=== cell3_bist_ctrl ===
### Placed cells, one colour a class, cell3_bist_ctrl

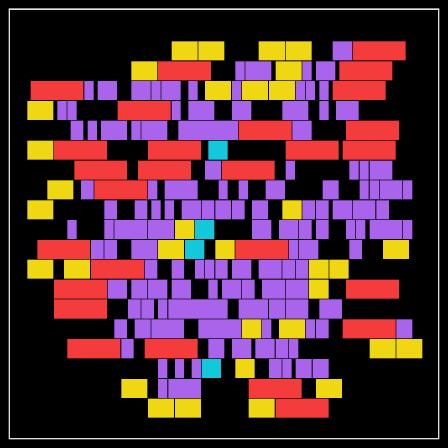
File: config.mk
export PLATFORM = sky130hd
export DESIGN_NAME = cell3_bist_ctrl
export DESIGN_NICKNAME = d
export VERILOG_FILES = /design/src/rtl/cell_bist_pkg.sv /design/src/rtl/cell_bist_settle_cnt.sv /design/src/rtl/cell3_bist_ctrl.sv
export SDC_FILE = /design/constraint.sdc
export NUM_CORES = 1
export LEC_CHECK = 0
export CORE_MARGIN = 2
export CORE_UTILIZATION = 46
export DETAILED_ROUTE_END_ITERATION = 8
export GPL_ROUTABILITY_DRIVEN = 0
export HOLD_SLACK_MARGIN = 0.08
export PLACE_DENSITY = 0.74
export SYNTH_ARGS = -nofsm -noshare
export SYNTH_HDL_FRONTEND = slang
export SYNTH_SLANG_ARGS = --single-unit
File: constraint.sdc
create_clock -name CLK -period 2.58 [get_ports CLK]
set_input_delay 0.516 -clock CLK [delete_from_list [all_inputs] [get_ports CLK]]
set_output_delay 0.516 -clock CLK [all_outputs]
set_load 0.01 [all_outputs]
File: src/rtl/cell_bist_pkg.sv
// Shared definitions for the library-cell BIST sequencers: FSM encoding,
// vector count and reference truth tables for common 3-input cells.
package cell_bist_pkg;

   typedef enum logic [1:0] {
      ST_IDLE = 2'd0,
      ST_RUN  = 2'd1,
      ST_DONE = 2'd2
   } bist_state_t;

   localparam int unsigned NUM_VEC  = 8;
   localparam logic [2:0]  LAST_IDX = 3'(NUM_VEC - 1);

   localparam logic [7:0] TT_ND3  = 8'h7F;
   localparam logic [7:0] TT_AND3 = 8'h80;
   localparam logic [7:0] TT_OR3  = 8'hFE;
   localparam logic [7:0] TT_XOR3 = 8'h96;

endpackage

File: src/rtl/cell_bist_settle_cnt.sv
// Per-vector settle counter: loadable down-counter with a zero flag that
// tells the sequencer when the current vector may be sampled.
module cell_bist_settle_cnt (
   input  logic       clk,
   input  logic       rst,
   input  logic       load,
   input  logic       dec,
   input  logic [3:0] load_val,
   output logic       zero
);

   logic [3:0] cnt_q;

   // Load has priority over decrement; decrement stops at zero.
   always_ff @(posedge clk) begin
      if (rst) begin
         cnt_q <= '0;
      end else if (load) begin
         cnt_q <= load_val;
      end else if (dec && (cnt_q != '0)) begin
         cnt_q <= cnt_q - 4'd1;
      end
   end

   assign zero = (cnt_q == '0);

endmodule

File: src/rtl/cell3_bist_ctrl.sv
// Exhaustive truth-table sequencer for a single 3-input combinational cell.
// Walks all 8 input vectors, holds each for SETTLE+1 cycles, samples Z on
// the last cycle against a captured truth table and reports the result.
module cell3_bist_ctrl
   import cell_bist_pkg::*;
#(
   parameter int unsigned SETTLE     = 2,
   parameter logic [7:0]  TT_DEFAULT = 8'h7F
) (
   input  logic       CLK,
   input  logic       LSR,
   input  logic       START,
   input  logic       ABORT,
   input  logic [7:0] TT,
   input  logic       Z,
   output logic       A,
   output logic       B,
   output logic       C,
   output logic       BUSY,
   output logic       DONE,
   output logic       PASS,
   output logic [3:0] ERRCNT,
   output logic [2:0] FAIL_IDX
);

   localparam logic [3:0] SETTLE_VAL = 4'(SETTLE);

   bist_state_t state;
   logic [2:0]  idx;
   logic [7:0]  tt_q;
   logic        mismatch;
   logic        cnt_load;
   logic        cnt_dec;
   logic        cnt_clr;
   logic        cnt_zero;

   assign mismatch = (Z != tt_q[idx]);

   // Settle-counter control derived from the current state and requests.
   always_comb begin
      cnt_load = 1'b0;
      cnt_dec  = 1'b0;
      cnt_clr  = LSR;
      if (!LSR) begin
         if (state == ST_RUN) begin
            if (ABORT) begin
               cnt_clr = 1'b1;
            end else if (!cnt_zero) begin
               cnt_dec = 1'b1;
            end else if (idx != LAST_IDX) begin
               cnt_load = 1'b1;
            end
         end else if (START) begin
            cnt_load = 1'b1;
         end
      end
   end

   cell_bist_settle_cnt u_settle (
      .clk      (CLK),
      .rst      (cnt_clr),
      .load     (cnt_load),
      .dec      (cnt_dec),
      .load_val (SETTLE_VAL),
      .zero     (cnt_zero)
   );

   // Sequencer FSM with registered outputs; ABORT beats the final sample.
   always_ff @(posedge CLK) begin
      if (LSR) begin
         state    <= ST_IDLE;
         idx      <= '0;
         tt_q     <= TT_DEFAULT;
         A        <= 1'b0;
         B        <= 1'b0;
         C        <= 1'b0;
         BUSY     <= 1'b0;
         DONE     <= 1'b0;
         PASS     <= 1'b0;
         ERRCNT   <= '0;
         FAIL_IDX <= '0;
      end else begin
         case (state)
            ST_IDLE, ST_DONE: begin
               if (START) begin
                  state     <= ST_RUN;
                  tt_q      <= TT;
                  idx       <= '0;
                  {A, B, C} <= '0;
                  BUSY      <= 1'b1;
                  DONE      <= 1'b0;
                  PASS      <= 1'b0;
                  ERRCNT    <= '0;
                  FAIL_IDX  <= '0;
               end
            end
            ST_RUN: begin
               if (ABORT) begin
                  state     <= ST_IDLE;
                  idx       <= '0;
                  {A, B, C} <= '0;
                  BUSY      <= 1'b0;
                  DONE      <= 1'b0;
                  PASS      <= 1'b0;
                  ERRCNT    <= '0;
                  FAIL_IDX  <= '0;
               end else if (cnt_zero) begin
                  if (mismatch) begin
                     ERRCNT <= ERRCNT + 4'd1;
                     if (ERRCNT == '0) begin
                        FAIL_IDX <= idx;
                     end
                  end
                  if (idx == LAST_IDX) begin
                     state     <= ST_DONE;
                     idx       <= '0;
                     {A, B, C} <= '0;
                     BUSY      <= 1'b0;
                     DONE      <= 1'b1;
                     PASS      <= (ERRCNT == '0) && !mismatch;
                  end else begin
                     idx       <= idx + 3'd1;
                     {A, B, C} <= idx + 3'd1;
                  end
               end
            end
            default: begin
               state <= ST_IDLE;
            end
         endcase
      end
   end

endmodule

==> run notes <==
run results: status=complete, but fails checks, failing checks=DRC, largest power group=registers, fraction of post-synthesis cell area in the top cell type by area=0.393, Placed Area=about 1700 µm², maximum number of pins on one net before global-route repair=17, starting utilization of the core area=0.490, Filler cells=237, count of distinct cell types in the synthesized netlist=37, floorplan net count=178, area of the die=3440 µm², number of design rule violations left after detail routing=1, data arrival time of the critical path=2410 ps, count of clock buffers in the final design=3, setup slack of the most critical reg-to-reg path=around 450 ps, critical path's slowest cell=sky130_fd_sc_hd__dfxtp_1, Largest regs=tt_q x8, ERRCNT x4, u_settle.cnt_q x4, combinational logic power=0.000149 W, part of the power in registers=0.575, Worst VDD drop=0.310 mV, destination of the worst hold path=tt_q[7], vias in the first global route=1150, logic share of the area=0.458, Registers, synthesis=27, count of tool warnings=27, P_seq=0.000448 W, XOR/XNOR share of the synthesized area=0.0310, met3 wire length=210 µm, sequential cell area in the final layout=around 540 µm²
## Picture notes: 'Placed cells, one colour a class' of cell3_bist_ctrl
Yellow shows other buffers and delay cells, cells 33. Cyan shows clock drivers and dummy loads, cells 4. Purple shows all other logic, cells 127. Red shows flip-flops, cells 27.


=== text_term_writer_flat ===
### Cell area per tile, text_term_writer_flat

Scale bar: 20 µm. 6 x 10 tiles, from black (low) to pale yellow (high), 0 to 100% covered.
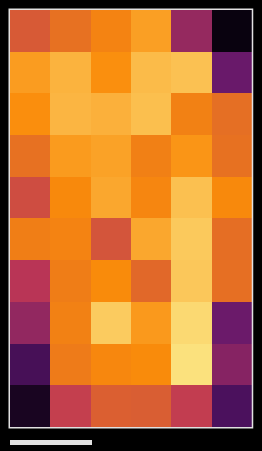
### Wires at chosen ports, followed through buffers, text_term_writer_flat

Scale bar: 20 µm.
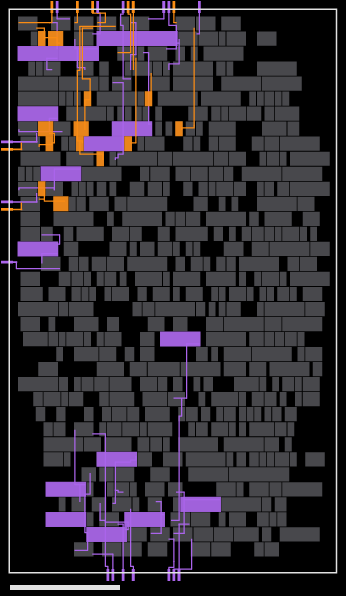
### Routing congestion, text_term_writer_flat

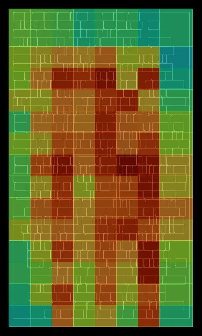
--- src/rtl/text_term_pkg.sv ---
// Shared constants, state codes and address packing for the 30x17 text terminal writer.
package text_term_pkg;

  localparam int COLS = 30;
  localparam int ROWS = 17;
  localparam logic [7:0] BLANK = 8'h20;

  localparam logic [4:0] COL_LAST = 5'(COLS - 1);
  localparam logic [4:0] ROW_LAST = 5'(ROWS - 1);

  localparam logic [7:0] CHR_BS = 8'h08;
  localparam logic [7:0] CHR_LF = 8'h0A;
  localparam logic [7:0] CHR_FF = 8'h0C;
  localparam logic [7:0] CHR_CR = 8'h0D;

  typedef logic [1:0] state_t;
  localparam state_t ST_IDLE    = 2'd0;
  localparam state_t ST_PUT     = 2'd1;
  localparam state_t ST_CLRLINE = 2'd2;
  localparam state_t ST_CLS     = 2'd3;

  function automatic logic [9:0] pack_addr(input logic [4:0] row, input logic [4:0] col);
    return {row, col};
  endfunction

endpackage

--- src/rtl/text_term_writer_if.sv ---
// Byte-stream input handshake and text RAM port A write bus of the terminal writer.
interface text_term_writer_if;
  logic [7:0]  chr_i;
  logic [7:0]  attr_i;
  logic        valid_i;
  logic        ready_o;
  logic        wr_en_o;
  logic [9:0]  wr_addr_o;
  logic [15:0] wr_data_o;

  modport slave (
    input  chr_i, attr_i, valid_i,
    output ready_o, wr_en_o, wr_addr_o, wr_data_o
  );

  modport master (
    output chr_i, attr_i, valid_i,
    input  ready_o, wr_en_o, wr_addr_o, wr_data_o
  );
endinterface

--- src/rtl/text_cell_sweep.sv ---
// Row-major cell sweep over rows row_lo..row_hi, cols 0..COLS-1; the first cell is
// presented combinationally in the start cycle so the caller can register it at once.
module text_cell_sweep
  import text_term_pkg::*;
(
  input  logic       clk_i,
  input  logic       rst_i,
  input  logic       start_i,
  input  logic [4:0] row_lo_i,
  input  logic [4:0] row_hi_i,
  output logic       emit_o,
  output logic [4:0] row_o,
  output logic [4:0] col_o,
  output logic       done_o
);

  logic       active_q, active_d;
  logic [4:0] row_q, row_d, col_q, col_d, hi_q, hi_d;
  logic       last;

  always_comb begin
    emit_o   = start_i | active_q;
    row_o    = start_i ? row_lo_i : row_q;
    col_o    = start_i ? 5'd0 : col_q;
    hi_d     = start_i ? row_hi_i : hi_q;
    last     = (col_o == COL_LAST) && (row_o == hi_d);
    done_o   = !emit_o;
    active_d = emit_o && !last;
    if (col_o == COL_LAST) begin
      col_d = 5'd0;
      row_d = row_o + 5'd1;
    end else begin
      col_d = col_o + 5'd1;
      row_d = row_o;
    end
  end

  always_ff @(posedge clk_i) begin
    if (rst_i) active_q <= 1'b0;
    else       active_q <= active_d;
  end

  always_ff @(posedge clk_i) begin
    row_q <= row_d;
    col_q <= col_d;
    hi_q  <= hi_d;
  end

endmodule

--- src/rtl/text_term_writer.sv ---
// Terminal front end: interprets a byte stream, tracks the cursor and writes text RAM cells.
// Define TEXT_TERM_CLS_EN to make 0x0C clear the whole screen.
module text_term_writer
  import text_term_pkg::*;
(
  input  logic               clk_i,
  input  logic               rst_i,
  text_term_writer_if.slave  bus,
  output logic [4:0]         cur_row_o,
  output logic [4:0]         cur_col_o
);

  state_t      state_q, state_d;
  logic [4:0]  row_q, row_d, col_q, col_d;
  logic [7:0]  attr_q, attr_d;
  logic        adv_q, adv_d;
  logic        ready_q, ready_d;
  logic        wr_en_q, wr_en_d;
  logic [9:0]  addr_q, addr_d;
  logic [15:0] data_q, data_d;

  logic        sw_start, sw_emit, sw_done;
  logic [4:0]  sw_lo, sw_hi, sw_row, sw_col;
  logic [4:0]  next_row;
  logic [7:0]  ch;
  logic        accept;

  text_cell_sweep u_sweep (
    .clk_i    (clk_i),
    .rst_i    (rst_i),
    .start_i  (sw_start),
    .row_lo_i (sw_lo),
    .row_hi_i (sw_hi),
    .emit_o   (sw_emit),
    .row_o    (sw_row),
    .col_o    (sw_col),
    .done_o   (sw_done)
  );

  always_comb begin
    ch       = bus.chr_i;
    accept   = bus.valid_i & ready_q;
    next_row = (row_q == ROW_LAST) ? 5'd0 : row_q + 5'd1;
    state_d  = state_q;
    row_d    = row_q;
    col_d    = col_q;
    attr_d   = attr_q;
    adv_d    = adv_q;
    wr_en_d  = 1'b0;
    addr_d   = addr_q;
    data_d   = data_q;
    sw_start = 1'b0;
    sw_lo    = row_q;
    sw_hi    = row_q;

    case (state_q)
      ST_IDLE: begin
        if (accept) begin
          // Every accepted byte leaves IDLE for at least one cycle.
          attr_d  = bus.attr_i;
          adv_d   = 1'b0;
          state_d = ST_PUT;
          if (ch >= 8'h20 && ch <= 8'h7E) begin
            wr_en_d = 1'b1;
            addr_d  = pack_addr(row_q, col_q);
            data_d  = {bus.attr_i, ch};
            if (col_q == COL_LAST) begin
              col_d = 5'd0;
              row_d = next_row;
              adv_d = 1'b1;
            end else begin
              col_d = col_q + 5'd1;
            end
          end else if (ch == CHR_CR) begin
            col_d = 5'd0;
          end else if (ch == CHR_LF) begin
            col_d    = 5'd0;
            row_d    = next_row;
            sw_start = 1'b1;
            sw_lo    = next_row;
            sw_hi    = next_row;
            state_d  = ST_CLRLINE;
          end else if (ch == CHR_BS) begin
            if (col_q != 5'd0) begin
              col_d   = col_q - 5'd1;
              wr_en_d = 1'b1;
              addr_d  = pack_addr(row_q, col_q - 5'd1);
              data_d  = {bus.attr_i, BLANK};
            end
`ifdef TEXT_TERM_CLS_EN
          end else if (ch == CHR_FF) begin
            row_d    = 5'd0;
            col_d    = 5'd0;
            sw_start = 1'b1;
            sw_lo    = 5'd0;
            sw_hi    = ROW_LAST;
            state_d  = ST_CLS;
`endif
          end
        end
      end
      ST_PUT: begin
        // Cursor already holds the new row when a wrap is pending.
        adv_d = 1'b0;
        if (adv_q) begin
          sw_start = 1'b1;
          state_d  = ST_CLRLINE;
        end else begin
          state_d = ST_IDLE;
        end
      end
      ST_CLRLINE: begin
        if (sw_done) state_d = ST_IDLE;
      end
`ifdef TEXT_TERM_CLS_EN
      ST_CLS: begin
        if (sw_done) state_d = ST_IDLE;
      end
`endif
      default: state_d = ST_IDLE;
    endcase

    if (sw_emit) begin
      wr_en_d = 1'b1;
      addr_d  = pack_addr(sw_row, sw_col);
      data_d  = {attr_d, BLANK};
    end
    ready_d = (state_d == ST_IDLE);
  end

  always_ff @(posedge clk_i) begin
    if (rst_i) begin
      state_q <= ST_IDLE;
      row_q   <= 5'd0;
      col_q   <= 5'd0;
      adv_q   <= 1'b0;
      ready_q <= 1'b0;
      wr_en_q <= 1'b0;
      addr_q  <= 10'd0;
      data_q  <= 16'd0;
    end else begin
      state_q <= state_d;
      row_q   <= row_d;
      col_q   <= col_d;
      adv_q   <= adv_d;
      ready_q <= ready_d;
      wr_en_q <= wr_en_d;
      addr_q  <= addr_d;
      data_q  <= data_d;
    end
  end

  always_ff @(posedge clk_i) begin
    attr_q <= attr_d;
  end

  assign bus.ready_o   = ready_q;
  assign bus.wr_en_o   = wr_en_q;
  assign bus.wr_addr_o = addr_q;
  assign bus.wr_data_o = data_q;
  assign cur_row_o     = row_q;
  assign cur_col_o     = col_q;

endmodule

--- src/flat_wrapper.sv ---
// flat-port wrapper written by rule: the top's interface ports become plain ports
module text_term_writer_flat import text_term_pkg::*;
  (clk_i, rst_i, cur_row_o, cur_col_o, bus_chr_i, bus_attr_i, bus_valid_i, bus_ready_o, bus_wr_en_o, bus_wr_addr_o, bus_wr_data_o);
  text_term_writer_if bus_i ();
  input  logic clk_i;
  input  logic rst_i;
  output logic [4:0] cur_row_o;
  output logic [4:0] cur_col_o;
  input wire logic [$bits(bus_i.chr_i)-1:0] bus_chr_i;
  input wire logic [$bits(bus_i.attr_i)-1:0] bus_attr_i;
  input wire logic [$bits(bus_i.valid_i)-1:0] bus_valid_i;
  output wire logic [$bits(bus_i.ready_o)-1:0] bus_ready_o;
  output wire logic [$bits(bus_i.wr_en_o)-1:0] bus_wr_en_o;
  output wire logic [$bits(bus_i.wr_addr_o)-1:0] bus_wr_addr_o;
  output wire logic [$bits(bus_i.wr_data_o)-1:0] bus_wr_data_o;
  assign bus_i.chr_i = bus_chr_i;
  assign bus_i.attr_i = bus_attr_i;
  assign bus_i.valid_i = bus_valid_i;
  assign bus_ready_o = bus_i.ready_o;
  assign bus_wr_en_o = bus_i.wr_en_o;
  assign bus_wr_addr_o = bus_i.wr_addr_o;
  assign bus_wr_data_o = bus_i.wr_data_o;
  text_term_writer u_core (.clk_i(clk_i), .rst_i(rst_i), .bus(bus_i), .cur_row_o(cur_row_o), .cur_col_o(cur_col_o));
endmodule
--- config.mk ---
export PLATFORM = sky130hd
export DESIGN_NAME = text_term_writer_flat
export DESIGN_NICKNAME = d
export VERILOG_FILES = /design/src/rtl/text_term_pkg.sv /design/src/rtl/text_term_writer_if.sv /design/src/rtl/text_cell_sweep.sv /design/src/rtl/text_term_writer.sv /design/src/flat_wrapper.sv
export SDC_FILE = /design/constraint.sdc
export NUM_CORES = 1
export LEC_CHECK = 0
export ABC_CLOCK_PERIOD_IN_PS = 6900
export CAP_MARGIN = 10
export CORE_ASPECT_RATIO = 1.75
export CORE_UTILIZATION = 57
export CTS_CLUSTER_DIAMETER = 80
export DETAILED_ROUTE_END_ITERATION = 16
export GPL_TIMING_DRIVEN = 0
export PLACE_DENSITY = 0.86
export SYNTH_ARGS = -nofsm -noshare
export SYNTH_HDL_FRONTEND = slang
export SYNTH_SLANG_ARGS = --single-unit
--- constraint.sdc ---
create_clock -name clk_i -period 6.9 [get_ports clk_i]
set_clock_uncertainty 0.2 [all_clocks]
set_input_delay 1.38 -clock clk_i [delete_from_list [all_inputs] [get_ports clk_i]]
set_output_delay 1.38 -clock clk_i [all_outputs]
set_load 0.01 [all_outputs]
==> run notes <==
run results: status=finished, final reports clean, most frequent standard cell in the layout excluding fill and tap cells=sky130_fd_sc_hd__nand2_1, post-route setup TNS=0 ps, count of tool warnings=31, Clock Tree Buf Depth=2, number of hold buffers added after CTS=0, area fraction in and, or, nand and nor cells=0.261, Setup crit start=bus_chr_i[5], number of H-tree branching levels=3, cell chosen for the clock root=sky130_fd_sc_hd__clkbuf_8, highest metal used=met4, number of buffers outside the clock class in the layout=around 74, Setup Viol. Count Final=0, crit-path cells=clkdlybuf4s50_1, nor4_1, nand4_2, clkbuf_1, and3_1, inv_1, ha_1, nand4_1, nor2_1, mux2_1, Pre-antenna DRT Iters=5, area of the core=5540 µm², number of flip-flops under the largest register name=16, setup slack of the most critical reg-to-reg path=around 3600 ps, layout cell share with drive strength beyond 1=0.0799, category of cells accounting for the largest share of critical-path delay=simple AND/OR/NAND/NOR gates, Non-Clock Buffer Area Fraction=0.156, share of cell area taken by muxes after synthesis=0.0127, maximum number of pins on one net before global-route repair=13, net count of the finished layout=486, wire length of the first global-routing pass=roughly 14000 µm, post-synthesis cell area=3240 µm², peak per-stage delay on the critical path=about 490 ps, sequential cell count=65
Notes on 'Cell area per tile' of text_term_writer_flat above:
The emptiest ninth of the die: lower left. The fullest tile reaches 94%. The mean over all tiles is 66%.

Notes on 'Wires at chosen ports, followed through buffers' of text_term_writer_flat above:
Orange shows `bus_attr_i`, bits 8, direction input, end cells 13, buffers 8, wire 166 µm. Purple shows `bus_wr_data_o`, bits 16, direction output, end cells 16, buffers 16, wire 376 µm.
number of placed I/O pins: 57
Port Buffer Count: 55

Notes on 'Routing congestion' of text_term_writer_flat above:
core utilization of the finished layout: 0.736
final routed wire length divided by cell count: 16.6 µm


=== adc_pkt_rx ===
### PDN straps and rails, adc_pkt_rx

Scale bar: 50 µm. Pins as bars on the die edge.
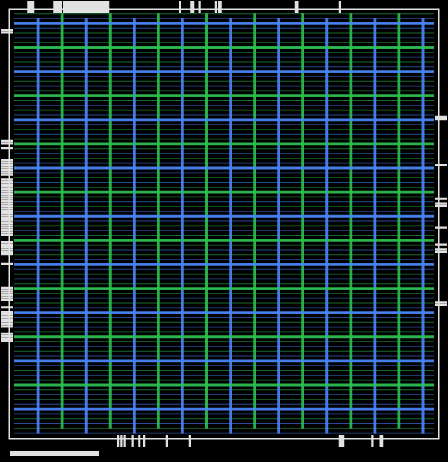
### Cell area per tile, adc_pkt_rx

Scale bar: 50 µm. 24 x 24 tiles, from black (low) to pale yellow (high), 0 to 100% covered.
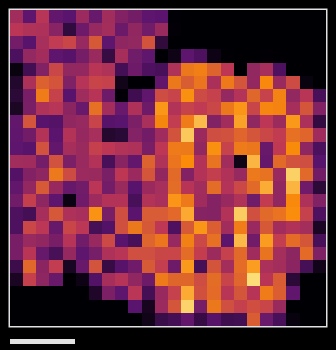
## config.mk

```make
export PLATFORM = sky130hd
export DESIGN_NAME = adc_pkt_rx
export DESIGN_NICKNAME = d
export VERILOG_FILES = /design/src/rtl/adc_pkt_rx.sv
export SDC_FILE = /design/constraint.sdc
export NUM_CORES = 1
export LEC_CHECK = 0
export ABC_CLOCK_PERIOD_IN_PS = 5600
export CELL_PAD_IN_SITES_DETAIL_PLACEMENT = 0
export CELL_PAD_IN_SITES_GLOBAL_PLACEMENT = 1
export CORE_MARGIN = 2
export CORE_UTILIZATION = 35
export DETAILED_ROUTE_END_ITERATION = 12
export DONT_BUFFER_PORTS = 1
export GPL_ROUTABILITY_DRIVEN = 0
export GPL_TIMING_DRIVEN = 0
export MAX_ROUTING_LAYER = met4
export PLACE_DENSITY = 0.55
export SLEW_MARGIN = 20
export SYNTH_ARGS = -nofsm -noshare
export SYNTH_HDL_FRONTEND = slang
export SYNTH_SLANG_ARGS = --single-unit
export TNS_END_PERCENT = 20
```

## constraint.sdc

```tcl
create_clock -name clk -period 5.6 [get_ports clk]
set_clock_uncertainty 0.2 [all_clocks]
set_input_delay 1.12 -clock clk [delete_from_list [all_inputs] [get_ports clk]]
set_output_delay 1.12 -clock clk [all_outputs]
set_load 0.01 [all_outputs]
```

## src/rtl/adc_pkt_rx.sv

```systemverilog
// adc_pkt_rx: receive-side framer for the ADC capture pad stream.
// Registers the pads, frames packets and gaps, checks length, gap and the
// self-test counter pattern, and queues {last, data} beats to a valid/ready sink.
module adc_pkt_rx #(
  parameter int DW      = 18,
  parameter int FIFO_AW = 4,
  parameter int LEN_W   = 16,
  parameter int CNT_W   = 16
) (
  input  logic             clk,
  input  logic             rstn,
  input  logic [DW-1:0]    adc_data,
  input  logic             adc_valid,
  input  logic             cfg_en,
  input  logic             cfg_self_test,
  input  logic [LEN_W-1:0] cfg_pkt_len,
  input  logic [7:0]       cfg_min_gap,
  output logic [DW-1:0]    m_data,
  output logic             m_last,
  output logic             m_valid,
  input  logic             m_ready,
  output logic [CNT_W-1:0] pkt_cnt,
  output logic [CNT_W-1:0] len_err_cnt,
  output logic [CNT_W-1:0] data_err_cnt,
  output logic [CNT_W-1:0] gap_err_cnt,
  output logic             ovf,
  output logic             busy
);

  typedef enum logic [1:0] {IDLE, RX, GAP} state_t;

  localparam int DEPTH = 1 << FIFO_AW;

  state_t             state, state_nxt;
  logic [DW-1:0]      in_d, hold_d, exp_d;
  logic               in_v, en_d, hold_v, seeded;
  logic [LEN_W-1:0]   beat_cnt;
  logic [7:0]         gap_cnt;
  logic               en_rise, active, beat;
  logic               wr_en, wr_last, pkt_done, gap_viol, len_bad, data_bad;
  logic [DW:0]        mem [0:DEPTH-1];
  logic [DW:0]        head;
  logic [FIFO_AW:0]   wr_ptr, rd_ptr;
  logic               empty, full, push, pop, drop;

  function automatic logic [CNT_W-1:0] sat_inc(input logic [CNT_W-1:0] v);
    return (&v) ? v : v + CNT_W'(1);
  endfunction

  // The rising edge of cfg_en restarts the receiver; that cycle does no framing.
  assign en_rise = cfg_en & ~en_d;
  assign active  = cfg_en & ~en_rise;
  assign beat    = active & in_v;

  // Pad capture stage plus enable history for edge detection.
  always_ff @(posedge clk or negedge rstn) begin
    if (!rstn) begin
      in_d <= '0;
      in_v <= 1'b0;
      en_d <= 1'b0;
    end else begin
      in_d <= adc_data;
      in_v <= adc_valid;
      en_d <= cfg_en;
    end
  end

  // Decide whether the held beat leaves this cycle and whether it closes a packet.
  always_comb begin
    wr_en   = 1'b0;
    wr_last = 1'b0;
    if (active) begin
      if (hold_v) begin
        wr_en   = 1'b1;
        wr_last = ~in_v;
      end
    end else if (!cfg_en && hold_v) begin
      wr_en   = 1'b1;
      wr_last = 1'b1;
    end
  end

  // One-beat hold register so a beat's last flag is known before it is queued.
  always_ff @(posedge clk or negedge rstn) begin
    if (!rstn) begin
      hold_v <= 1'b0;
      hold_d <= '0;
    end else if (en_rise) begin
      hold_v <= 1'b0;
    end else if (beat) begin
      hold_v <= 1'b1;
      hold_d <= in_d;
    end else if (wr_last) begin
      hold_v <= 1'b0;
    end
  end

  // Framing FSM: next state plus packet-end and short-gap events.
  always_comb begin
    state_nxt = state;
    pkt_done  = 1'b0;
    gap_viol  = 1'b0;
    if (!active) begin
      state_nxt = IDLE;
    end else begin
      case (state)
        IDLE: if (in_v) state_nxt = RX;
        RX: if (!in_v) begin
          state_nxt = GAP;
          pkt_done  = 1'b1;
        end
        GAP: if (in_v) begin
          state_nxt = RX;
          gap_viol  = (gap_cnt < cfg_min_gap);
        end
        default: state_nxt = IDLE;
      endcase
    end
  end

  assign len_bad  = pkt_done & (cfg_pkt_len != '0) & (beat_cnt != cfg_pkt_len);
  assign data_bad = beat & cfg_self_test & seeded & (in_d != exp_d);

  // FSM state register with per-packet beat and per-gap cycle counters.
  always_ff @(posedge clk or negedge rstn) begin
    if (!rstn) begin
      state    <= IDLE;
      beat_cnt <= '0;
      gap_cnt  <= '0;
    end else begin
      state <= state_nxt;
      if (beat) begin
        if (state == RX) beat_cnt <= (&beat_cnt) ? beat_cnt : beat_cnt + LEN_W'(1);
        else             beat_cnt <= LEN_W'(1);
      end
      if (pkt_done) gap_cnt <= 8'd1;
      else if (active && state == GAP && !in_v && gap_cnt != 8'hFF) gap_cnt <= gap_cnt + 8'd1;
    end
  end

  // Self-test tracker: every beat reseeds the expectation to data+1, wrapping at DW bits.
  always_ff @(posedge clk or negedge rstn) begin
    if (!rstn) begin
      seeded <= 1'b0;
      exp_d  <= '0;
    end else if (en_rise) begin
      seeded <= 1'b0;
    end else if (beat && cfg_self_test) begin
      seeded <= 1'b1;
      exp_d  <= in_d + DW'(1);
    end
  end

  // Status counters and sticky overflow, restarted by an enable rise.
  always_ff @(posedge clk or negedge rstn) begin
    if (!rstn) begin
      pkt_cnt      <= '0;
      len_err_cnt  <= '0;
      data_err_cnt <= '0;
      gap_err_cnt  <= '0;
      ovf          <= 1'b0;
    end else if (en_rise) begin
      pkt_cnt      <= '0;
      len_err_cnt  <= '0;
      data_err_cnt <= '0;
      gap_err_cnt  <= '0;
      ovf          <= 1'b0;
    end else begin
      if (pkt_done) pkt_cnt      <= sat_inc(pkt_cnt);
      if (len_bad)  len_err_cnt  <= sat_inc(len_err_cnt);
      if (data_bad) data_err_cnt <= sat_inc(data_err_cnt);
      if (gap_viol) gap_err_cnt  <= sat_inc(gap_err_cnt);
      if (drop)     ovf          <= 1'b1;
    end
  end

  // Show-ahead FIFO: a pop in the same cycle frees the slot a full push needs.
  assign empty = (wr_ptr == rd_ptr);
  assign full  = (wr_ptr[FIFO_AW] != rd_ptr[FIFO_AW]) &&
                 (wr_ptr[FIFO_AW-1:0] == rd_ptr[FIFO_AW-1:0]);
  assign pop   = m_valid & m_ready;
  assign push  = wr_en & (~full | pop);
  assign drop  = wr_en & full & ~pop;

  // FIFO storage; contents are only observed through valid entries.
  always_ff @(posedge clk) begin
    if (push) mem[wr_ptr[FIFO_AW-1:0]] <= {wr_last, hold_d};
  end

  // FIFO read and write pointers.
  always_ff @(posedge clk or negedge rstn) begin
    if (!rstn) begin
      wr_ptr <= '0;
      rd_ptr <= '0;
    end else begin
      if (push) wr_ptr <= wr_ptr + 1'b1;
      if (pop)  rd_ptr <= rd_ptr + 1'b1;
    end
  end

  assign head    = mem[rd_ptr[FIFO_AW-1:0]];
  assign m_valid = ~empty;
  assign m_data  = m_valid ? head[DW-1:0] : '0;
  assign m_last  = m_valid & head[DW];
  assign busy    = (state == RX);

endmodule

```

==> run notes <==
run results: status=finished, final reports clean, sequential cell area in the final layout=13100 µm², Startpoint Class=flip-flop, total of warnings raised by yosys=0, residual antenna-violating net count after detailed routing=0, category of cells accounting for the largest share of critical-path delay=buffers and inverters, most frequent standard cell in the layout excluding fill and tap cells=sky130_fd_sc_hd__edfxtp_1, worst flop-to-flop path startpoint=rd_ptr[1], hold path startpoint=state[1], Slew @ Worst Pin=1020 ps, global-route track usage on met2=0.288, flop share of the area=0.575, setup slack of the most critical reg-to-reg path=2430 ps, dominant kind of cell=sequential cells, most numerous cell types in the synthesized netlist=sky130_fd_sc_hd__edfxtp_1, sky130_fd_sc_hd__dfrtp_1, sky130_fd_sc_hd__nand2_1, sky130_fd_sc_hd__mux4_2, sky130_fd_sc_hd__xnor2_1, total cells reported by yosys after synthesis=1301, maximum number of pins on one net before global-route repair=157, unrepaired setup endpoints after global routing=no, Net Sw Frac=0.286, wire length of the first global-routing pass=75300 µm, Cell Count Post-Placement=2075, area fraction in and, or, nand and nor cells=0.109
Notes on 'PDN straps and rails' of adc_pkt_rx above:
Blue shows VSS. Green shows VDD.
The core has 87 rows. 17 straps on met5. 88 met1 rails follow the rows.

Notes on 'Cell area per tile' of adc_pkt_rx above:
The fullest tile reaches 93%. The mean over all tiles is 37%. 15% of the tiles are nearly empty. 4.5% of the tiles are over 75% full.
area of the core: 56100 µm²
core utilization of the finished layout: 0.407
starting utilization of the core area: 0.352


Power and IR drop assume default switching activity.
